==================== serial_alu
**serial_alu: the clock network**

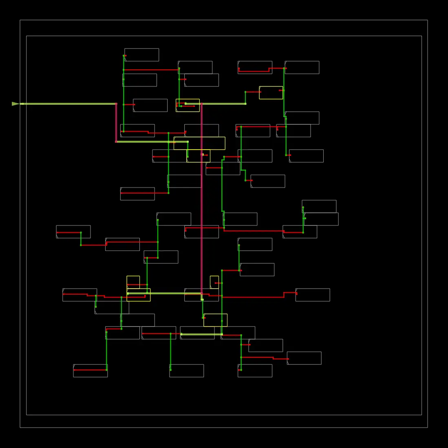

[src/rtl/alu_pkg.sv]
// rtl/alu_pkg.sv - shared constants, FSM state type and carry-init helper for serial_alu
//
// Contents:
//   MODE_LOGIC / MODE_ARITH   : Mode encoding
//   SEL_A .. SEL_NOTAB        : Select encoding
//   state_e                   : IDLE / RUN / DONE controller states
//   init_carry()              : carry value loaded when an operation is accepted
package alu_pkg;

    localparam logic MODE_LOGIC = 1'b0;
    localparam logic MODE_ARITH = 1'b1;

    localparam logic [1:0] SEL_A     = 2'b00;
    localparam logic [1:0] SEL_NOTA  = 2'b01;
    localparam logic [1:0] SEL_AB    = 2'b10;
    localparam logic [1:0] SEL_NOTAB = 2'b11;

    typedef enum logic [1:0] {
        ST_IDLE = 2'b00,
        ST_RUN  = 2'b01,
        ST_DONE = 2'b10
    } state_e;

    // A+1, ~A+1 and ~A+B+1 all need the "+1" injected as the initial carry.
    // Only A+B starts from zero; logic mode never uses the carry.
    function automatic logic init_carry(input logic mode, input logic [1:0] sel);
        return (mode == MODE_ARITH) && (sel != SEL_AB);
    endfunction

endpackage

[src/rtl/alu_bit_slice.sv]
// rtl/alu_bit_slice.sv - combinational 1-bit ALU slice used by serial_alu
//
// Ports:
//   a_i, b_i     : operand bits
//   c_i          : incoming carry (ignored in logic mode)
//   select_i     : operation select (bit 0 inverts a, bit 1 enables b)
//   mode_i       : 0 = logic, 1 = arithmetic
//   sum_o        : result bit
//   c_o          : outgoing carry (0 in logic mode)
module alu_bit_slice
    import alu_pkg::*;
(
    input  logic       a_i,
    input  logic       b_i,
    input  logic       c_i,
    input  logic [1:0] select_i,
    input  logic       mode_i,
    output logic       sum_o,
    output logic       c_o
);

    logic x;
    logic y;
    logic c_eff;

    assign x     = select_i[0] ? ~a_i : a_i;
    assign y     = select_i[1] ? b_i : 1'b0;
    // Logic mode masks the carry so the slice collapses to x ^ y.
    assign c_eff = (mode_i == MODE_ARITH) ? c_i : 1'b0;

    assign sum_o = x ^ y ^ c_eff;
    assign c_o   = (mode_i == MODE_ARITH) ? ((x & y) | (x & c_eff) | (y & c_eff)) : 1'b0;

endmodule

[src/rtl/serial_alu.sv]
// rtl/serial_alu.sv - bit-serial ALU, one result bit per clock, LSB first
//
// Ports:
//   Clk, Reset            : clock, synchronous active-high reset
//   Start                 : request, sampled when not Busy
//   Select, Mode, A, B    : operation and operands, captured with Start
//   Busy                  : bits are being processed
//   Done                  : one-cycle pulse, Result/CarryOut/Zero valid
//   Result, CarryOut, Zero: held until the next completed operation
module serial_alu
    import alu_pkg::*;
#(
    parameter int WIDTH = 8
) (
    input  logic             Clk,
    input  logic             Reset,
    input  logic             Start,
    input  logic [1:0]       Select,
    input  logic             Mode,
    input  logic [WIDTH-1:0] A,
    input  logic [WIDTH-1:0] B,
    output logic             Busy,
    output logic             Done,
    output logic [WIDTH-1:0] Result,
    output logic             CarryOut,
    output logic             Zero
);

    localparam int CNT_W = $clog2(WIDTH + 1);
    localparam logic [CNT_W-1:0] LAST_BIT = CNT_W'(WIDTH - 1);

    state_e state_q, state_d;

    logic [CNT_W-1:0] cnt_q;
    logic [WIDTH-1:0] a_sh_q;
    logic [WIDTH-1:0] b_sh_q;
    // Holds the WIDTH-1 bits already produced; the final bit is joined
    // combinationally on the last cycle.
    logic [WIDTH-2:0] res_sh_q;
    logic [1:0]       sel_q;
    logic             mode_q;
    logic             carry_q;
    logic             zacc_q;
    logic [WIDTH-1:0] result_q;
    logic             cout_q;
    logic             zero_q;

    logic             accept;
    logic             last_bit;
    logic             sum;
    logic             c_next;
    logic [WIDTH-1:0] res_full;

    assign accept   = Start && (state_q != ST_RUN);
    assign last_bit = (cnt_q == LAST_BIT);
    assign res_full = {sum, res_sh_q};

    alu_bit_slice u_slice (
        .a_i      (a_sh_q[0]),
        .b_i      (b_sh_q[0]),
        .c_i      (carry_q),
        .select_i (sel_q),
        .mode_i   (mode_q),
        .sum_o    (sum),
        .c_o      (c_next)
    );

    // State register
    always_ff @(posedge Clk) begin
        if (Reset) begin
            state_q <= ST_IDLE;
        end else begin
            state_q <= state_d;
        end
    end

    // Next-state logic; DONE accepts Start exactly like IDLE.
    always_comb begin
        state_d = state_q;
        case (state_q)
            ST_IDLE: if (Start) state_d = ST_RUN;
            ST_RUN:  if (last_bit) state_d = ST_DONE;
            ST_DONE: state_d = Start ? ST_RUN : ST_IDLE;
            default: state_d = ST_IDLE;
        endcase
    end

    // Outputs decoded from state
    always_comb begin
        Busy = 1'b0;
        Done = 1'b0;
        case (state_q)
            ST_RUN:  Busy = 1'b1;
            ST_DONE: Done = 1'b1;
            default: ;
        endcase
    end

    // Datapath: operand/result shift registers, carry, zero accumulator.
    always_ff @(posedge Clk) begin
        if (Reset) begin
            cnt_q    <= '0;
            a_sh_q   <= '0;
            b_sh_q   <= '0;
            res_sh_q <= '0;
            sel_q    <= SEL_A;
            mode_q   <= MODE_LOGIC;
            carry_q  <= 1'b0;
            zacc_q   <= 1'b0;
            result_q <= '0;
            cout_q   <= 1'b0;
            zero_q   <= 1'b1;
        end else if (accept) begin
            cnt_q   <= '0;
            a_sh_q  <= A;
            b_sh_q  <= B;
            sel_q   <= Select;
            mode_q  <= Mode;
            carry_q <= init_carry(Mode, Select);
            zacc_q  <= 1'b0;
        end else if (state_q == ST_RUN) begin
            cnt_q    <= cnt_q + 1'b1;
            a_sh_q   <= a_sh_q >> 1;
            b_sh_q   <= b_sh_q >> 1;
            res_sh_q <= res_full[WIDTH-1:1];
            carry_q  <= c_next;
            zacc_q   <= zacc_q | sum;
            if (last_bit) begin
                result_q <= res_full;
                cout_q   <= (mode_q == MODE_ARITH) ? c_next : 1'b0;
                zero_q   <= ~(zacc_q | sum);
            end
        end
    end

    assign Result   = result_q;
    assign CarryOut = cout_q;
    assign Zero     = zero_q;

endmodule
[config.mk]
export PLATFORM = sky130hd
export DESIGN_NAME = serial_alu
export DESIGN_NICKNAME = d
export VERILOG_FILES = /design/src/rtl/alu_pkg.sv /design/src/rtl/alu_bit_slice.sv /design/src/rtl/serial_alu.sv
export SDC_FILE = /design/constraint.sdc
export NUM_CORES = 1
export LEC_CHECK = 0
export CAP_MARGIN = 20
export CORE_UTILIZATION = 25
export DETAILED_ROUTE_END_ITERATION = 8
export HOLD_SLACK_MARGIN = 0.06
export MAX_ROUTING_LAYER = met4
export SLEW_MARGIN = 20
export SYNTH_ARGS = -nofsm -noshare
export SYNTH_HDL_FRONTEND = slang
export SYNTH_SLANG_ARGS = --single-unit
[constraint.sdc]
create_clock -name Clk -period 1.87 [get_ports Clk]
set_input_delay 0.374 -clock Clk [delete_from_list [all_inputs] [get_ports Clk]]
set_output_delay 0.374 -clock Clk [all_outputs]
set_load 0.02 [all_outputs]
==================== reg_write_arbiter
===== config.mk =====
export PLATFORM = sky130hd
export DESIGN_NAME = reg_write_arbiter
export DESIGN_NICKNAME = d
export VERILOG_FILES = /design/src/rtl/reg_write_arbiter.sv
export SDC_FILE = /design/constraint.sdc
export NUM_CORES = 1
export LEC_CHECK = 0
export CAP_MARGIN = 15
export CORE_MARGIN = 2
export CORE_UTILIZATION = 40
export DETAILED_ROUTE_END_ITERATION = 10
export MAX_ROUTING_LAYER = met4
export PLACE_DENSITY = 0.94
export SYNTH_ARGS = -nofsm -noshare
export SYNTH_HDL_FRONTEND = slang
export SYNTH_SLANG_ARGS = --single-unit

===== constraint.sdc =====
create_clock -name clk -period 4.38 [get_ports clk]
set_input_delay 0.876 -clock clk [delete_from_list [all_inputs] [get_ports clk]]
set_output_delay 0.876 -clock clk [all_outputs]
set_load 0.05 [all_outputs]

===== src/rtl/reg_write_arbiter.sv =====
// Round-robin write arbiter for one shared register, with a clear that outranks writes.
// Define REG_ARB_PRIO0_EN to give requester 0 fixed top priority.
module reg_write_arbiter #(
  parameter int NUM_REQ = 4,
  parameter int DATA_W  = 8,
  parameter int ID_W    = ($clog2(NUM_REQ) > 0) ? $clog2(NUM_REQ) : 1
) (
  input  logic                      clk,
  input  logic                      rst,
  input  logic                      clr_req,
  output logic                      clr_ack,
  input  logic [NUM_REQ-1:0]        req_valid,
  input  logic [NUM_REQ*DATA_W-1:0] req_data,
  output logic [NUM_REQ-1:0]        req_ready,
  output logic                      reg_load,
  output logic [DATA_W-1:0]         reg_data,
  output logic                      reg_sync_rst,
  output logic [ID_W-1:0]           grant_id,
  output logic                      busy
);

  localparam logic [1:0] IDLE  = 2'd0;
  localparam logic [1:0] LOAD  = 2'd1;
  localparam logic [1:0] CLEAR = 2'd2;

  logic [1:0]      state;
  logic [ID_W-1:0] rr_ptr;
  logic [ID_W-1:0] win_id;
  logic [ID_W-1:0] idx;
  logic [ID_W-1:0] next_ptr;
  logic            win_found;
  logic            prio_hit;

  // First valid requester scanning upward from rr_ptr, wrapping.
  always_comb begin
    win_id    = '0;
    win_found = 1'b0;
    prio_hit  = 1'b0;
    idx       = '0;
    for (int i = 0; i < NUM_REQ; i++) begin
      idx = ID_W'((int'(rr_ptr) + i) % NUM_REQ);
      if (!win_found && req_valid[idx]) begin
        win_found = 1'b1;
        win_id    = idx;
      end
    end
`ifdef REG_ARB_PRIO0_EN
    if (req_valid[0]) begin
      win_found = 1'b1;
      win_id    = '0;
      prio_hit  = 1'b1;
    end
`endif
  end

  assign next_ptr = (int'(win_id) == NUM_REQ - 1) ? '0
                  : win_id + ID_W'(1);

  assign busy = (state != IDLE);

  always_ff @(posedge clk or posedge rst) begin
    if (rst) begin
      state        <= IDLE;
      rr_ptr       <= '0;
      reg_load     <= 1'b0;
      reg_data     <= '0;
      reg_sync_rst <= 1'b0;
      clr_ack      <= 1'b0;
      req_ready    <= '0;
      grant_id     <= '0;
    end else begin
      state        <= IDLE;
      reg_load     <= 1'b0;
      reg_data     <= '0;
      reg_sync_rst <= 1'b0;
      clr_ack      <= 1'b0;
      req_ready    <= '0;
      grant_id     <= '0;
      case (state)
        IDLE: begin
          if (clr_req) begin
            state        <= CLEAR;
            reg_sync_rst <= 1'b1;
            clr_ack      <= 1'b1;
          end else if (win_found) begin
            state     <= LOAD;
            reg_load  <= 1'b1;
            reg_data  <= req_data[int'(win_id)*DATA_W +: DATA_W];
            req_ready <= NUM_REQ'(1) << win_id;
            grant_id  <= win_id;
            if (!prio_hit) rr_ptr <= next_ptr;
          end
        end
        default: state <= IDLE;
      endcase
    end
  end

endmodule


==================== par_tagged_fifo
### config.mk
export PLATFORM = sky130hd
export DESIGN_NAME = par_tagged_fifo
export DESIGN_NICKNAME = d
export VERILOG_FILES = /design/src/rtl/par_fifo_pkg.sv /design/src/rtl/par_tagged_fifo_release_cmp.sv /design/src/rtl/par_tagged_fifo.sv
export SDC_FILE = /design/constraint.sdc
export NUM_CORES = 1
export LEC_CHECK = 0
export CAP_MARGIN = 20
export CORE_AREA = 3 3 74 83
export CTS_CLUSTER_SIZE = 8
export DETAILED_ROUTE_END_ITERATION = 7
export DIE_AREA = 0 0 77 86
export PLACE_DENSITY_LB_ADDON = 0.12
export SYNTH_ARGS = -nofsm -noshare
export SYNTH_HDL_FRONTEND = slang
export SYNTH_HIERARCHICAL = 1
export SYNTH_SLANG_ARGS = --single-unit
export TNS_END_PERCENT = 10
### constraint.sdc
create_clock -name clk -period 2.5 [get_ports clk]
set_input_delay 0.5 -clock clk [delete_from_list [all_inputs] [get_ports clk]]
set_output_delay 0.5 -clock clk [all_outputs]
set_load 0.01 [all_outputs]
### src/rtl/par_fifo_pkg.sv
// Shared definitions for the partition-tagged FIFO: controller states and release-rule modes.
package par_fifo_pkg;

    typedef enum logic {
        IDLE  = 1'b0,
        SCRUB = 1'b1
    } state_e;

    localparam int MODE_EQUAL   = 0;
    localparam int MODE_ORDERED = 1;

endpackage

### src/rtl/par_tagged_fifo_release_cmp.sv
// Release rule: decides whether the head entry's partition tag may be handed to the current reader.
module par_release_cmp
    import par_fifo_pkg::*;
#(
    parameter int PW   = 2,
    parameter int MODE = MODE_EQUAL
) (
    input  logic [PW-1:0] tag_i,
    input  logic [PW-1:0] reader_i,
    output logic          release_o
);

    generate
        if (MODE == MODE_ORDERED) begin : g_ordered
            assign release_o = (tag_i <= reader_i);
        end else begin : g_equal
            assign release_o = (tag_i == reader_i);
        end
    endgenerate

endmodule

### src/rtl/par_tagged_fifo.sv
// Partition-tagged FIFO: entries carry a partition tag and leave only when the release rule allows,
// strictly in order. A scrub request flushes the queue and zeroes every storage slot.
module par_tagged_fifo
    import par_fifo_pkg::*;
#(
    parameter int WIDTH = 8,
    parameter int DEPTH = 4,
    parameter int NPAR  = 4,
    parameter int MODE  = 0
) (
    input  logic                       clk,
    input  logic                       rst_n,
    input  logic                       in_valid,
    output logic                       in_ready,
    input  logic [WIDTH-1:0]           in_data,
    input  logic [$clog2(NPAR)-1:0]    in_par,
    input  logic [$clog2(NPAR)-1:0]    rd_par,
    output logic                       out_valid,
    input  logic                       out_ready,
    output logic [WIDTH-1:0]           out_data,
    output logic [$clog2(NPAR)-1:0]    out_par,
    input  logic                       scrub_req,
    output logic                       scrub_busy,
    output logic [$clog2(DEPTH):0]     count,
    output logic                       par_err
);

    localparam int PW = $clog2(NPAR);
    localparam int AW = $clog2(DEPTH);
    localparam logic [AW:0]   DEPTH_C  = (AW+1)'(DEPTH);
    localparam logic [PW:0]   NPAR_C   = (PW+1)'(NPAR);
    localparam logic [AW-1:0] LAST_IDX = AW'(DEPTH - 1);

    state_e           state_q;
    logic [WIDTH-1:0] mem_q [DEPTH];
    logic [PW-1:0]    tag_q [DEPTH];
    logic [AW-1:0]    wr_ptr_q;
    logic [AW-1:0]    rd_ptr_q;
    logic [AW-1:0]    scrub_idx_q;
    logic [AW:0]      count_q;
    logic [AW:0]      count_d;
    logic             par_err_q;

    logic idle_open;
    logic head_rel;
    logic accept;
    logic tag_ok;
    logic push;
    logic pop;

    par_release_cmp #(
        .PW   (PW),
        .MODE (MODE)
    ) u_release (
        .tag_i     (tag_q[rd_ptr_q]),
        .reader_i  (rd_par),
        .release_o (head_rel)
    );

    // A pending scrub request closes both ports in the same cycle it is raised.
    always_comb begin
        idle_open = (state_q == IDLE) && !scrub_req;
        in_ready  = idle_open && (count_q < DEPTH_C);
        out_valid = idle_open && (count_q != '0) && head_rel;
        accept    = in_valid && in_ready;
        tag_ok    = ({1'b0, in_par} < NPAR_C);
        push      = accept && tag_ok;
        pop       = out_valid && out_ready;
        out_data  = out_valid ? mem_q[rd_ptr_q] : '0;
        out_par   = out_valid ? tag_q[rd_ptr_q] : '0;
    end

    always_comb begin
        count_d = count_q;
        if (push && !pop) begin
            count_d = count_q + (AW+1)'(1);
        end else if (pop && !push) begin
            count_d = count_q - (AW+1)'(1);
        end
    end

    assign scrub_busy = (state_q == SCRUB);
    assign count      = count_q;
    assign par_err    = par_err_q;

    always_ff @(posedge clk or negedge rst_n) begin
        if (!rst_n) begin
            state_q     <= IDLE;
            wr_ptr_q    <= '0;
            rd_ptr_q    <= '0;
            scrub_idx_q <= '0;
            count_q     <= '0;
            par_err_q   <= 1'b0;
            for (int i = 0; i < DEPTH; i++) begin
                mem_q[i] <= '0;
                tag_q[i] <= '0;
            end
        end else begin
            par_err_q <= accept && !tag_ok;
            case (state_q)
                IDLE: begin
                    if (scrub_req) begin
                        state_q     <= SCRUB;
                        wr_ptr_q    <= '0;
                        rd_ptr_q    <= '0;
                        scrub_idx_q <= '0;
                        count_q     <= '0;
                    end else begin
                        if (push) begin
                            mem_q[wr_ptr_q] <= in_data;
                            tag_q[wr_ptr_q] <= in_par;
                            wr_ptr_q        <= wr_ptr_q + AW'(1);
                        end
                        if (pop) begin
                            rd_ptr_q <= rd_ptr_q + AW'(1);
                        end
                        count_q <= count_d;
                    end
                end
                SCRUB: begin
                    mem_q[scrub_idx_q] <= '0;
                    tag_q[scrub_idx_q] <= '0;
                    scrub_idx_q        <= scrub_idx_q + AW'(1);
                    if (scrub_idx_q == LAST_IDX) begin
                        state_q <= IDLE;
                    end
                end
                default: state_q <= IDLE;
            endcase
        end
    end

endmodule

**par_tagged_fifo: clock wires, drivers and flops**

Scale: 6 px per um.
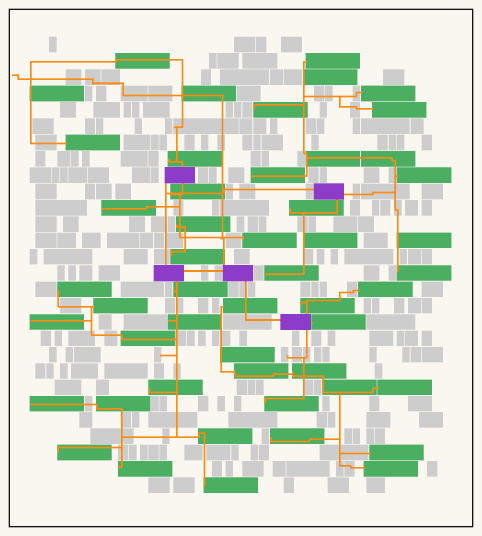
[flip-flops] green | count: 50
[clock wires] orange | length: 639 um
[clock-net drivers] purple | count: 5
routed clock nets: 6

==> results.cfg, par_tagged_fifo <==
; implementation run metrics
[status]
status = finished, violations left
violations = negative setup slack

[drt]
drt-initial-drc-count = 127

[timing]
setup_ws_ns = -0.297
worst_hold_slack_ns = 0.214
setup_viol = 13
fmax_mhz = 358

[worst_setup_path]
cp_slowest_stage_delay_ns = 0.56
r2r-start = rd_ptr_q[1]

[clock_tree]
cts_sinks = 50
cts_tree = done
cts_root_buffer = clkbuf_8

[placed_design]
place_hpwl_mm = 4.00

[layout]
final_util_pct = 61.2
buffers = 56
largestClassByArea = logic gates
largest_reg_flops = 32
layout_top_cell = nand2_1
seqCellArea_um2 = 1250
antenna_cells = 0

[grt]
antenna_found_initial = 0
grt_pass1_vias = 1976

[power_and_ir_drop]
intPower_w = 0.00159
seqPwrFrac_pct = 41.5
p_per_area_nw_per_um2 = 738

[job]
warnings = 35
==> par_tagged_fifo: timing repair <==
item | in CTS | in global routing
hold buffers | 0 | 0
endpoints found under the hold margin | 0 | 0
gates resized | 53 | 3
buffers inserted | 7 | 0
pin swaps | 4 | 3
endpoints found under the setup margin | 12 | 14
gates cloned | 1 | 0
==> par_tagged_fifo: cells in the mapped netlist (all sizes together) (3+ instances only) <==
library cell / count
ha: 8
dfrtp: 50
o21ai: 44
nor2: 3
a21oi: 3
clkbuf: 4
and2: 15
inv: 9
nand2: 93
mux4: 10
buf: 11
xor2: 5
==> par_tagged_fifo: power groups by stage <==
stage | combinational [W] | clock, W | sequential, W
after detailed placement | 0.000833 | 0 | 0.00102
after global routing | 0.000939 | 0.000624 | 0.00102
final | 0.000847 | 0.000568 | 0.00100
after floorplan | 0.000477 | 0 | 0.00104
after global placement | 0.000817 | 0 | 0.00102
after CTS | 0.000866 | 0.000575 | 0.00100
==> par_tagged_fifo: metal layers <==
metal  GRT usage, %  routed length (um)
met2           34.7                3190
met4           5.34                  63
met3           4.83                 350
met5              0                   0
met1           25.8                2670
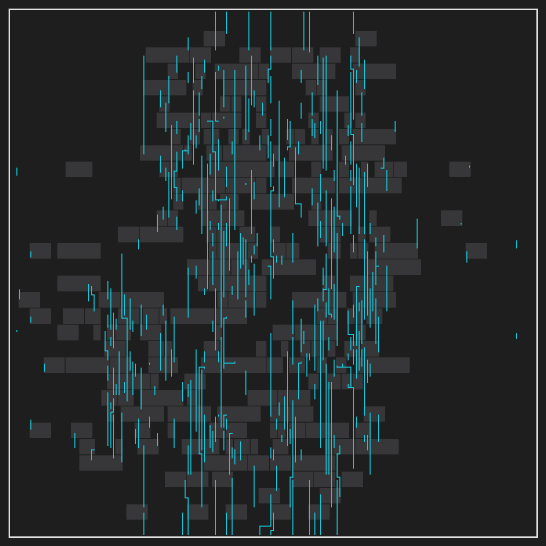
**Above:** serial_alu (M2 wires).
Scale: 6 px per um. Cells faint in the background.
main direction: vertical
wire length on this layer: 1690 um
longest straight run: 26.5 um

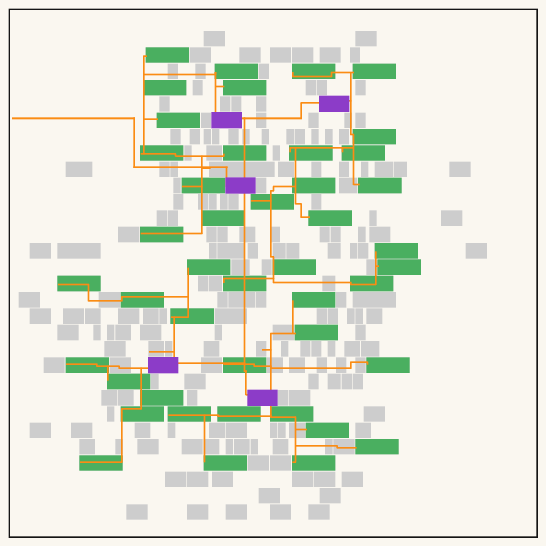
**Above:** serial_alu (clock wires, drivers and flops).
Scale: 6 px per um.
[clock-net drivers] purple | count: 5
[clock wires] orange | length: 528 um
[flip-flops] green | count: 44
routed clock nets: 6
Clk network pwr share: 36.9%
Insertion Delay late pin: 0.30 ns
Clk power: 0.000726 W
Clock Skew: 0.00864 ns

About 'the clock network' of serial_alu:
clk sinks: 44
Clock Buffer Count: 5
num sequential: 44

==> results.cfg, serial_alu <==
; implementation run metrics
[timing]
setup_viol = 0
relSlewSlack_pct = 65.6
hold_violations = 0
tightest_slew_ns = 0.515

[floorplanning]
die-width_um = 87.7
taps = 96

[grt]
grt_pass1_vias = 1395
grt_usage_pct = 11.4
busiest_layer = met2

[worst_setup_path]
end_kind = output port
crit_path_start_kind = register

[drt]
drt-initial-drc-count = 111
met2_length_mm = 1.69

[clock_tree]
post_cts_buffers = 0
post_cts_resized = 0

[layout]
finalNetCount = 256
clock_area_share_pct = 4.73
largestClassByArea = registers

[placed_design]
dpl-instance-area_um2 = 2240
dpl_worst_slack_ns = 0.268

[yosys]
synth_stat.cells = 205

[status]
status = finished, final reports clean

[worst_hold_path]
holdCritStartpoint = res_sh_q[0]
## serial_alu: report_power, final
group	total, W	switching [W]	internal (W)
Sequential	0.00101	0.0000262	0.000981
Combinational	0.000235	0.000122	0.000113
Clock	0.000726	0.000331	0.000395
## serial_alu: cells by family after synthesis
kind of cell,share of synthesized area (%)
AND/OR/NAND/NOR,15.2
AND-OR/OR-AND,18.4
buffers and inverters,6.19
adder cells (fa/ha/maj),1.77
XOR/XNOR,0.477
multiplexers,10.1
flip-flops,47.9
## serial_alu: Yosys cell counts, types with 2 or more instances
| cell type | number |
|---|---|
| nor2_1 | 17 |
| dfxtp_1 | 44 |
| inv_1 | 3 |
| nand2_1 | 16 |
| buf_4 | 2 |
| mux2i_1 | 17 |
| nand3_1 | 16 |
| a211oi_1 | 16 |
| buf_2 | 7 |
| buf_6 | 2 |
| nand2b_1 | 4 |
| nor3_1 | 3 |
| o21ai_0 | 12 |
| a21oi_1 | 26 |
| clkbuf_1 | 6 |
## serial_alu: per-stage QoR
stage | std cells | hold slack [ns]
after floorplan | 205 | 0.437
after global placement | 321 | 0.443
after detailed placement | 321 | 0.454
after CTS | 329 | 0.466
after global routing | 329 | 0.495
final | 329 | 0.462
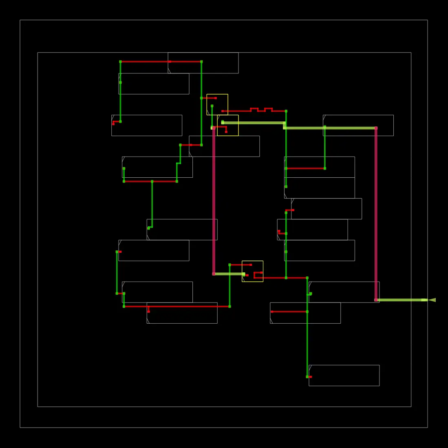
**Above:** reg_write_arbiter (the clock network).
Insertion Delay late pin: 0.29 ns
num sequential: 18
CTS buffer count: 3
Clk power: 0.0000805 W
Clock Skew: 0.00197 ns

==> results.cfg, reg_write_arbiter <==
; implementation run metrics
[layout]
drive_above_1_share_pct = 11.9
area.growth.synth_to_final_pct = 60.6
regMostFlops = reg_data
buffers = 57
biggestRegsByFlops = reg_data: 8 flops, req_ready: 4 flops
instances_no_fill = 163

[timing]
relSlewSlack_pct = 55.8
period_used_pct = 61.2
setup_tns_ns = 0

[job]
max_cap_viol_count = 0
warnings = 29

[drt]
detail_route.wl_per_cell_um = 12.9
drc = 0

[floorplanning]
row_count = 17

[grt]
antenna_found_initial = 0
use_met1_pct = 14.6

[worst_setup_path]
critPathBufInv = 3
end_kind = register
crit_chain = clkdlybuf4s50_1 -> nand2_1 -> nand3b_1 -> a2bb2oi_2 -> buf_4 -> inv_1 -> ha_1 -> and2_1

[status]
status = finished, final reports clean

[yosys]
fp_nets = 121
[reg_write_arbiter: metrics by stage]
stage                     setup slack [ns]  hold WS, ns
after CTS                             1.67        0.584
after floorplan                       2.33        0.507
after global routing                  1.54        0.608
after global placement                1.48        0.526
final                                 1.70        0.571
after detailed placement              1.36        0.560
[reg_write_arbiter: final timing paths]
kind	from	end	slack (ns)	depth (start not counted)
min reg2reg	rr_ptr[0]	rr_ptr[0]	0.57	1
min in group asynchronous	rst	reg_data[1]	0.97	2
max in group asynchronous	rst	req_ready[2]	3.00	2
max	req_valid[0]	req_ready[1]	1.70	8
max reg2reg	rr_ptr[1]	req_ready[1]	2.35	7
min	rr_ptr[0]	rr_ptr[0]	0.57	1
[reg_write_arbiter: synthesized netlist by cell type]
master,instances
a21oi_1,2
a21oi_2,1
a2bb2oi_2,1
and2_1,4
and2_2,1
buf_12,1
buf_4,1
buf_6,1
dfrtp_1,18
ha_1,4
inv_1,4
inv_2,2
mux2_2,1
mux2i_1,17
nand2_1,1
nand2_2,1
nand2_4,1
nand3b_1,1
nor2_1,2
nor3_4,2
nor3b_1,1
nor4_2,1
o21a_1,1
o22ai_1,7
o22ai_2,1
or2_1,1


## Gallery

Port wiring.
shot_01.png
Scale: 8 px per um.
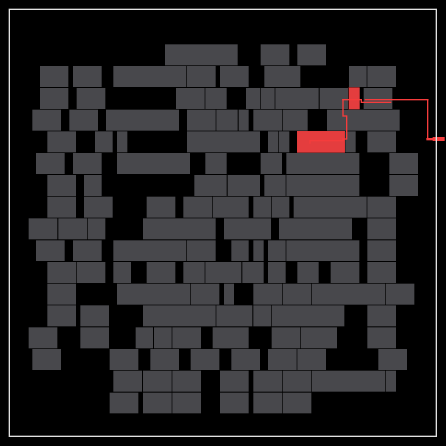
shot_02.png
Scale: 4 px per um.
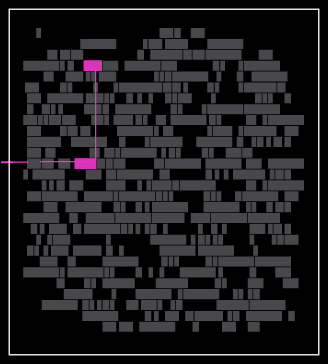
shot_03.png
Scale: 4 px per um.
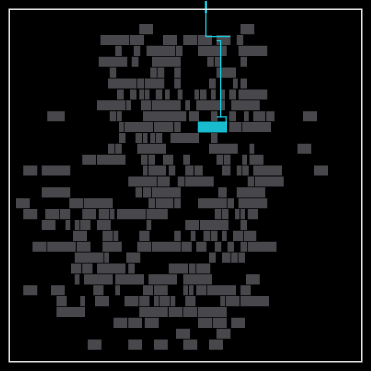
- reg_write_arbiter = shot_01.png
- serial_alu = shot_03.png
- par_tagged_fifo = shot_02.png

Key to shot_03.png:
| port | colour | bits | direction | end cells | buffers | wire |
|---|---|---|---|---|---|---|
| `CarryOut` | cyan | 1 | output | 1 | 1 | 36.2 um |

No activity file was given, so power comes from the tool's default toggle rates.
